# ---- design 1 ----
design_1/gates.png
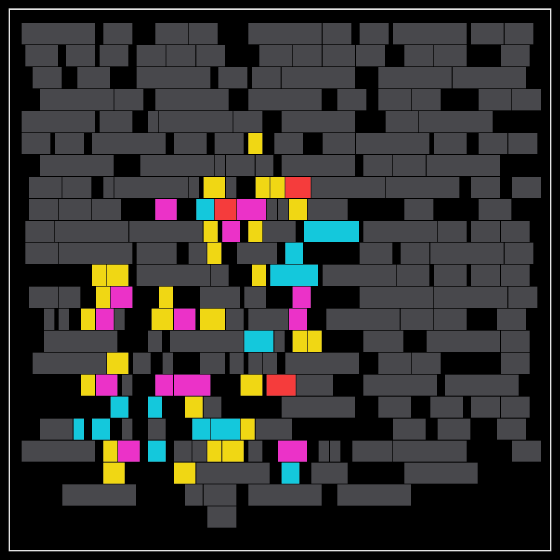

### config.mk
export PLATFORM = sky130hd
export DESIGN_NAME = rx_cmd_sequencer
export DESIGN_NICKNAME = d
export VERILOG_FILES = /design/src/rtl/rx_cmd_sequencer_pkg.sv /design/src/rtl/rx_timeout_counter.sv /design/src/rtl/rx_cmd_sequencer.sv
export SDC_FILE = /design/constraint.sdc
export NUM_CORES = 1
export LEC_CHECK = 0
export CAP_MARGIN = 20
export CORE_UTILIZATION = 52
export CTS_CLUSTER_SIZE = 40
export DETAILED_ROUTE_END_ITERATION = 8
export HOLD_SLACK_MARGIN = 0.15
export PLACE_DENSITY = 0.84
export SLEW_MARGIN = 25
export SYNTH_ARGS = -nofsm -noshare
export SYNTH_HDL_FRONTEND = slang
export SYNTH_HIERARCHICAL = 1
export SYNTH_SLANG_ARGS = --single-unit
export TNS_END_PERCENT = 20
### constraint.sdc
create_clock -name clk -period 4.4 [get_ports clk]
set_input_delay 0.88 -clock clk [delete_from_list [all_inputs] [get_ports clk]]
set_output_delay 0.88 -clock clk [all_outputs]
set_load 0.02 [all_outputs]
### src/rtl/rx_cmd_sequencer_pkg.sv
// Shared UART package: data/opcode width defaults and the command
// sequencer state encoding, reused by the receiver and transmitter side.
package rx_cmd_sequencer_pkg;

  localparam int unsigned DBIT_DEF          = 8;
  localparam int unsigned OPW_DEF           = 6;
  localparam int unsigned TIMEOUT_TICKS_DEF = 640;

  typedef enum logic [2:0] {
    WAIT_A  = 3'd0,
    WAIT_B  = 3'd1,
    WAIT_OP = 3'd2,
    EXEC    = 3'd3,
    SEND    = 3'd4,
    WAIT_TX = 3'd5
  } seq_state_t;

  // States in which an incoming byte is part of the command being assembled.
  function automatic logic is_rx_state(input seq_state_t s);
    return (s == WAIT_A) || (s == WAIT_B) || (s == WAIT_OP);
  endfunction

endpackage

### src/rtl/rx_timeout_counter.sv
// Inter-byte timeout counter. Counts s_tick while enabled, saturates at
// TIMEOUT_TICKS and flags expiry; clear has priority over counting.
// Ports: clk, reset (async, active-high), clear, enable, s_tick -> expired.
module rx_timeout_counter #(
  parameter int unsigned TIMEOUT_TICKS = 640
) (
  input  logic clk,
  input  logic reset,
  input  logic clear,
  input  logic enable,
  input  logic s_tick,
  output logic expired
);

  localparam int unsigned CNT_W = $clog2(TIMEOUT_TICKS + 1);
  localparam logic [CNT_W-1:0] LIMIT = CNT_W'(TIMEOUT_TICKS);

  logic [CNT_W-1:0] count;

  // Saturating count; expired is registered alongside the count so it is
  // high exactly while count == LIMIT.
  always_ff @(posedge clk or posedge reset) begin
    if (reset) begin
      count   <= '0;
      expired <= 1'b0;
    end else if (clear) begin
      count   <= '0;
      expired <= 1'b0;
    end else if (enable && s_tick && (count != LIMIT)) begin
      count   <= count + CNT_W'(1);
      expired <= (count == (LIMIT - CNT_W'(1)));
    end
  end

endmodule

### src/rtl/rx_cmd_sequencer.sv
// UART command sequencer: assembles operand A, operand B and an opcode from
// received bytes, samples the external ALU, and hands the result to the
// transmitter. Flags bytes arriving while busy (overrun) and stalled commands
// (timeout between bytes).
// Ports: clk, reset (async, active-high), s_tick, rx_done_tick, rx_data,
//        alu_result, tx_done_tick -> op_a, op_b, opcode, tx_start, tx_data,
//        busy, overrun_err, timeout_err.
module rx_cmd_sequencer
  import rx_cmd_sequencer_pkg::*;
#(
  parameter int unsigned DBIT          = DBIT_DEF,
  parameter int unsigned OPW           = OPW_DEF,
  parameter int unsigned TIMEOUT_TICKS = TIMEOUT_TICKS_DEF
) (
  input  logic            clk,
  input  logic            reset,
  input  logic            s_tick,
  input  logic            rx_done_tick,
  input  logic [DBIT-1:0] rx_data,
  input  logic [DBIT-1:0] alu_result,
  input  logic            tx_done_tick,
  output logic [DBIT-1:0] op_a,
  output logic [DBIT-1:0] op_b,
  output logic [OPW-1:0]  opcode,
  output logic            tx_start,
  output logic [DBIT-1:0] tx_data,
  output logic            busy,
  output logic            overrun_err,
  output logic            timeout_err
);

  seq_state_t state;
  logic       expired;
  logic       clear_c;
  logic       enable_c;

  // Every accepted byte restarts the inter-byte timer; it only runs while
  // waiting for the second or third byte of a command.
  assign clear_c  = rx_done_tick && is_rx_state(state);
  assign enable_c = (state == WAIT_B) || (state == WAIT_OP);

  rx_timeout_counter #(
    .TIMEOUT_TICKS(TIMEOUT_TICKS)
  ) u_timeout (
    .clk    (clk),
    .reset  (reset),
    .clear  (clear_c),
    .enable (enable_c),
    .s_tick (s_tick),
    .expired(expired)
  );

  // Command FSM with registered outputs; a byte arriving together with
  // expiry wins over the timeout.
  always_ff @(posedge clk or posedge reset) begin
    if (reset) begin
      state       <= WAIT_A;
      op_a        <= '0;
      op_b        <= '0;
      opcode      <= '0;
      tx_data     <= '0;
      tx_start    <= 1'b0;
      busy        <= 1'b0;
      overrun_err <= 1'b0;
      timeout_err <= 1'b0;
    end else begin
      tx_start    <= 1'b0;
      overrun_err <= 1'b0;
      timeout_err <= 1'b0;
      case (state)
        WAIT_A: begin
          if (rx_done_tick) begin
            op_a  <= rx_data;
            busy  <= 1'b1;
            state <= WAIT_B;
          end
        end
        WAIT_B: begin
          if (rx_done_tick) begin
            op_b  <= rx_data;
            state <= WAIT_OP;
          end else if (expired) begin
            timeout_err <= 1'b1;
            busy        <= 1'b0;
            state       <= WAIT_A;
          end
        end
        WAIT_OP: begin
          if (rx_done_tick) begin
            opcode <= rx_data[OPW-1:0];
            state  <= EXEC;
          end else if (expired) begin
            timeout_err <= 1'b1;
            busy        <= 1'b0;
            state       <= WAIT_A;
          end
        end
        EXEC: begin
          // tx_start is high for the whole SEND cycle.
          tx_data  <= alu_result;
          tx_start <= 1'b1;
          state    <= SEND;
        end
        SEND: begin
          state <= WAIT_TX;
        end
        WAIT_TX: begin
          if (tx_done_tick) begin
            busy  <= 1'b0;
            state <= WAIT_A;
          end
        end
        default: begin
          busy  <= 1'b0;
          state <= WAIT_A;
        end
      endcase
      if (rx_done_tick && !is_rx_state(state)) begin
        overrun_err <= 1'b1;
      end
    end
  end

endmodule

# ---- design 2 ----
File: src/rtl/mem_access_unit.sv
// rtl/mem_access_unit.sv - single-outstanding load/store unit bridging a core request port to a word-indexed data memory
module mem_access_unit #(
    parameter int DEPTH_WORDS = 32,
    parameter int TIMEOUT     = 15
) (
    input  logic        clk,
    input  logic        rst_n,
    input  logic        req_valid,
    output logic        req_ready,
    input  logic        req_write,
    input  logic [63:0] req_addr,
    input  logic [63:0] req_wdata,
    output logic        resp_valid,
    input  logic        resp_ready,
    output logic [63:0] resp_rdata,
    output logic        resp_err,
    output logic [63:0] mem_addr,
    output logic [63:0] mem_wdata,
    output logic        mem_readsig,
    output logic        mem_writesig,
    input  logic [63:0] mem_rdata,
    input  logic        mem_ack,
    output logic [15:0] load_count,
    output logic [15:0] store_count
);
    typedef enum logic [1:0] {IDLE, ISSUE, RESP} state_t;

    localparam int WAIT_W = $clog2(TIMEOUT + 1);

    state_t              state_q, state_d;
    logic                write_q, write_d;
    logic [60:0]         word_q, word_d;
    logic [63:0]         wdata_q, wdata_d;
    logic [63:0]         rdata_q, rdata_d;
    logic                err_q, err_d;
    logic [WAIT_W-1:0]   wait_q, wait_d;
    logic [15:0]         load_count_q, load_count_d;
    logic [15:0]         store_count_q, store_count_d;

    logic req_bad;
    logic timed_out;
    logic in_issue;

    assign req_bad   = (req_addr[2:0] != 3'b000) || ((req_addr >> 3) >= 64'(DEPTH_WORDS));
    // Wait counter reaching TIMEOUT coincides with this edge, so compare against TIMEOUT-1.
    assign timed_out = (wait_q == WAIT_W'(TIMEOUT - 1));
    assign in_issue  = (state_q == ISSUE);

    always_comb begin
        state_d       = state_q;
        write_d       = write_q;
        word_d        = word_q;
        wdata_d       = wdata_q;
        rdata_d       = rdata_q;
        err_d         = err_q;
        wait_d        = wait_q;
        load_count_d  = load_count_q;
        store_count_d = store_count_q;
        case (state_q)
            IDLE: begin
                if (req_valid) begin
                    write_d = req_write;
                    word_d  = req_addr[63:3];
                    wdata_d = req_wdata;
                    rdata_d = '0;
                    wait_d  = '0;
                    err_d   = req_bad;
                    state_d = req_bad ? RESP : ISSUE;
                end
            end
            ISSUE: begin
                // mem_ack takes priority over a timeout landing on the same edge.
                if (mem_ack) begin
                    state_d = RESP;
                    err_d   = 1'b0;
                    rdata_d = write_q ? 64'd0 : mem_rdata;
                end else if (timed_out) begin
                    state_d = RESP;
                    err_d   = 1'b1;
                    rdata_d = '0;
                end else begin
                    wait_d = wait_q + 1'b1;
                end
            end
            RESP: begin
                if (resp_ready) begin
                    state_d = IDLE;
                    if (!err_q && write_q && store_count_q != 16'hFFFF) begin
                        store_count_d = store_count_q + 16'd1;
                    end
                    if (!err_q && !write_q && load_count_q != 16'hFFFF) begin
                        load_count_d = load_count_q + 16'd1;
                    end
                end
            end
            default: state_d = IDLE;
        endcase
    end

    always_ff @(posedge clk or negedge rst_n) begin
        if (!rst_n) begin
            state_q       <= IDLE;
            write_q       <= 1'b0;
            word_q        <= '0;
            wdata_q       <= '0;
            rdata_q       <= '0;
            err_q         <= 1'b0;
            wait_q        <= '0;
            load_count_q  <= '0;
            store_count_q <= '0;
        end else begin
            state_q       <= state_d;
            write_q       <= write_d;
            word_q        <= word_d;
            wdata_q       <= wdata_d;
            rdata_q       <= rdata_d;
            err_q         <= err_d;
            wait_q        <= wait_d;
            load_count_q  <= load_count_d;
            store_count_q <= store_count_d;
        end
    end

    // Outputs decode straight from state so an asynchronous reset drops them immediately.
    assign req_ready    = (state_q == IDLE);
    assign resp_valid   = (state_q == RESP);
    assign resp_rdata   = resp_valid ? rdata_q : 64'd0;
    assign resp_err     = resp_valid & err_q;
    assign mem_addr     = in_issue ? {3'b000, word_q} : 64'd0;
    assign mem_wdata    = in_issue ? wdata_q : 64'd0;
    assign mem_readsig  = in_issue & ~write_q;
    assign mem_writesig = in_issue & write_q;
    assign load_count   = load_count_q;
    assign store_count  = store_count_q;
endmodule

File: config.mk
export PLATFORM = sky130hd
export DESIGN_NAME = mem_access_unit
export DESIGN_NICKNAME = d
export VERILOG_FILES = /design/src/rtl/mem_access_unit.sv
export SDC_FILE = /design/constraint.sdc
export NUM_CORES = 1
export LEC_CHECK = 0
export ABC_CLOCK_PERIOD_IN_PS = 2700
export CAP_MARGIN = 20
export CORE_AREA = 2 2 168 170
export CTS_BUF_LIST = sky130_fd_sc_hd__clkbuf_16
export DETAILED_ROUTE_END_ITERATION = 8
export DIE_AREA = 0 0 170 172
export PLACE_DENSITY = 0.72
export SLEW_MARGIN = 20
export SYNTH_ARGS = -nofsm -noshare
export SYNTH_HDL_FRONTEND = slang
export SYNTH_SLANG_ARGS = --single-unit
File: constraint.sdc
create_clock -name clk -period 2.7 [get_ports clk]
set_input_delay 0.675 -clock clk [delete_from_list [all_inputs] [get_ports clk]]
set_output_delay 0.675 -clock clk [all_outputs]
set_load 0.02 [all_outputs]

==> notes/layouts.md <==
Pictures saved along the way, in no particular order.

M3 wires.
panel A
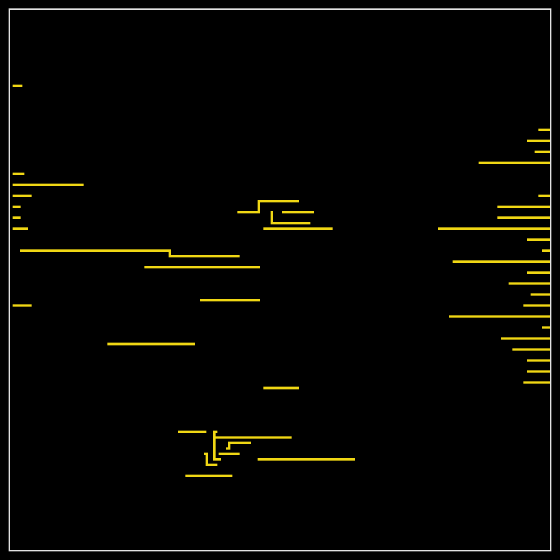
panel B
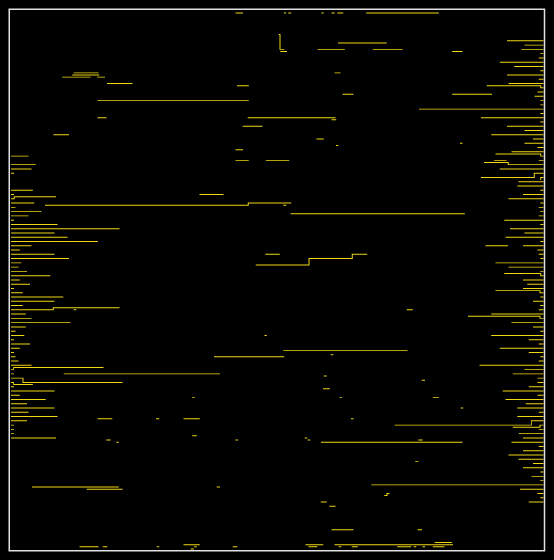
Design 1 is panel A.
Design 2 is panel B.

Key to panel A:
- main direction: horizontal
- share of all routed wire: 5.8%

design_1/congestion_map.png
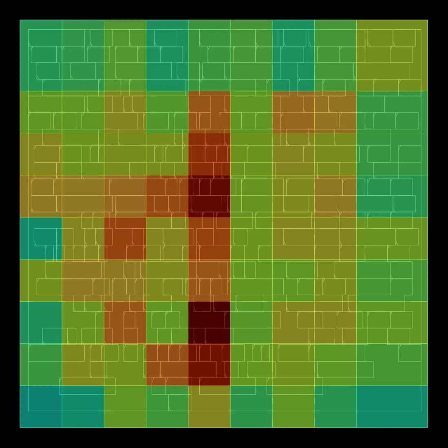
wire per inst: 15.02 um
layer with the highest usage after global routing: met2
Finished Core Util: 71.49%

Notes on design_1/gates.png above:
- and/or cells: magenta (cells 13; most used or4_1)
- nor cells: cyan (cells 13; most used nor2b_1)
- non-inverting ao/oa cells: red (cells 3)
- aoi and oai cells: yellow (cells 28; most used a21oi_1)
Top cell excl fill/tap: clkdlybuf4s50_1
final non-filler cell total: 286
fraction of area in multi-input gates: 32.36%

==> datasheet_impl.txt, design 1 <==
Physical implementation characteristics

Parameter                              Value

Pwr
  Maximum vdd drop    between 0.4 and 0.5 mV
  Leak    0.001193 uW
  Top power consumer group    combinational cells

Critical path
  Data arrival time of the worst path    2.54 ns
  Startpoint-to-endpoint class of the critical path    flop to flop
  Critical path's slowest cell    dfrtp_1

Synthesis
  Distinct lib cells used    roughly 42
  Library cell occupying the most area in the post-synthesis netlist    dfrtp_1
  Cell count after synthesis    around 180
  Number of warnings issued by yosys    6
  Net count of the mapped netlist    199
  Portion of netlist area occupied by mux cells    between 10% and 20%

Placed design
  Worst slack at placement    approximately 1.8 ns

Floorplanning
  Chip height    around 67 um
  Core utilization before placement    between 50% and 60%

Global route
  Pin count of the biggest net entering global routing    38

Cells and area
  Antenna diode count    0
  Biggest area consumer among cell classes    registers

Hold path
  Beginning of the worst hold path    op_b[2]$_DFFE_PP0P_

Status
  Outcome    completed

Clock tree
  Number of buffers created by CTS    5
  Post-CTS Hold Buffers    0
  CTS max path bufs    2

Final timing
  Number of max-slew violations in the final report    0
[design 1: how the worst max path moves through the flow]
stage / startpoint / end / slack, ns / cells past startpoint
2_1_floorplan: rx_done_tick / u_timeout/count[0]$_DFFE_PP0P_ / 2.42 / 6
3_3_place_gp: rx_done_tick / u_timeout/expired$_DFFE_PP0P_ / 1.80 / 6
3_5_place_dp: rx_done_tick / u_timeout/expired$_DFFE_PP0P_ / 1.75 / 6
4_1_cts: state[0]$_DFFE_PP0P_ / u_timeout/count[9]$_DFFE_PP0P_ / 2.04 / 5
5_1_grt: state[0]$_DFFE_PP0P_ / u_timeout/count[9]$_DFFE_PP0P_ / 1.84 / 5
6_report: state[0]$_DFFE_PP0P_ / u_timeout/count[9]$_DFFE_PP0P_ / 2.04 / 5
[design 1: cell usage after synthesis (3+ instances only)]
cell and instances:
or3_1 3, a21oi_1 13, nand4_1 3, mux2_2 31
nand2_1 6, nor2b_1 5, or4_1 5, dfrtp_1 48
nand3_1 6, nand2b_1 5, o21ai_0 4, o31ai_1 4
inv_1 10
[design 1: routing by layer]
layer	global-route usage, %	wire, um	up-vias
li1	-	-	764
met1	28.19	1802	797
met2	34.72	2201	60
met3	5.822	249	5
met4	6.915	44	0
met5	0	0	-
design_2/m2.png
Scale bar: 50 um.
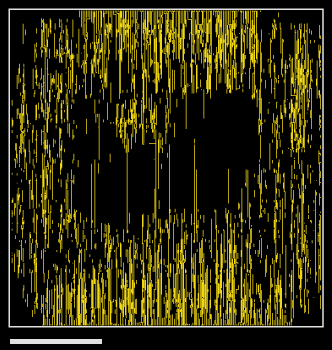
- longest straight run: 59.2 um
- main direction: vertical
- nets with wire on the layer: 1316
- wire length on this layer: 14800 um
- share of all routed wire: 47%
via total after detailed routing: 8049
met2 GRT Util: 33.95%
Post-Route WL: 31100 um

==> datasheet_impl.txt, design 2 <==
Physical implementation characteristics

Parameter                              Value

Synthesis
  Predominant post-synthesis flop cell    dfrtp_1
  Post-synthesis cell area    around 10000 um2
  Distinct lib cells used    37
  Number of warnings issued by yosys    0
  Share of synthesized area occupied by flip-flops and latches    a little under three fifths

Floorplanning
  Core Area    27480 um2
  Core utilization before placement    between 30% and 40%

Critical path
  Data arrival time of the worst path    ~2.0 ns
  Peak per-stage delay on the critical path    0.40 ns
  Nature of the critical path startpoint    flop
  CP Cell Sequence    buf_4 > nor2b_4 > buf_16 > and2_1 > clkdlybuf4s15_2
  Number of stages on the worst setup path    5

Cells and area
  Area of all placed cells without fillers    around 15000 um2
  Finished Core Util    56.19%

Placed design
  Post-placement cell area    ~15000 um2

Pwr
  Total power density per cell area    about 600 nW/um2
  Top power consumer group    sequential cells
  Leak    around 0.0073 uW

Clock tree
  Setup Fix Bufs, Post-CTS    3
  Number of H-tree branching levels    1
  Worst skew pair latency    roughly 0.53 ns

Global route
  GR Util All Layers    between 20% and 30%

Drt
  Detailed-route vias per instance    between 4 and 5

Final timing
  Worst slew slack as a fraction of its limit    a little over half

Status
  Outcome    completed
==> design 2: cell usage after synthesis (all sizes together), types with 4 or more instances <==
cell    instances  area (um2)
and2          190        1189
nor3            8       50.05
xor2           18       157.7
nand3          14       70.07
xnor2          12       105.1
a22o           67       586.8
mux2          127        1430
dfrtp         229        5731
nand4          10       62.56
ha              4       50.05
nor4           18       112.6
clkbuf         28       105.1
nor2           24       97.59
inv            10       37.54
buf            24       190.2
o21ai           6       30.02
nand2          17       63.81
and3            4       25.02
==> design 2: logic make-up after synthesis <==
group / after synthesis / synth area share [%]
AOI/OAI and AO/OA: 80 / 6.598
xor gates and xnor gates: 30 / 2.557
adders and majority gates: 4 / 0.4870
buffers and inverters: 62 / 3.238
DFF: 229 / 55.76
muxes: 127 / 13.92
other: 1 / 0.03649
and+or+nand+nor: 297 / 17.41
==> design 2: routing by layer <==
metal / up-vias / GRT usage [%] / part of all wire [%] / wire length, um
met2: 295 / 33.95 / 47 / 14770
li1: 3745 / - / - / -
met3: 79 / 4.395 / 6.7 / 2094
met5: - / 0 / 0 / 0
met4: 0 / 8.064 / 4.2 / 1315
met1: 3930 / 25.80 / 42 / 12920


==> notes/layouts.md <==
Pictures saved along the way, in no particular order.

Register map, names as in the netlist.
picture 1
Scale bar: 50 um. Other sequential cells in the stronger gray, the rest of the logic in the fainter gray.
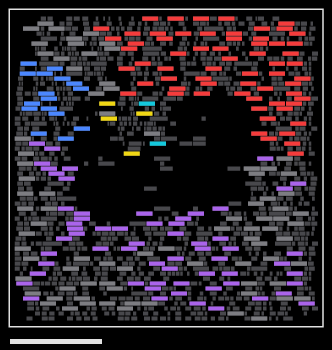
picture 2
Scale bar: 20 um. Other sequential cells in the stronger gray, the rest of the logic in the fainter gray.
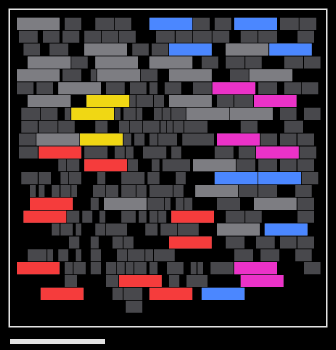
Picture 2 comes from design 1.
Picture 1 comes from design 2.
The one with the largest die is picture 1.

No activity file was given, so power comes from the tool's default toggle rates.
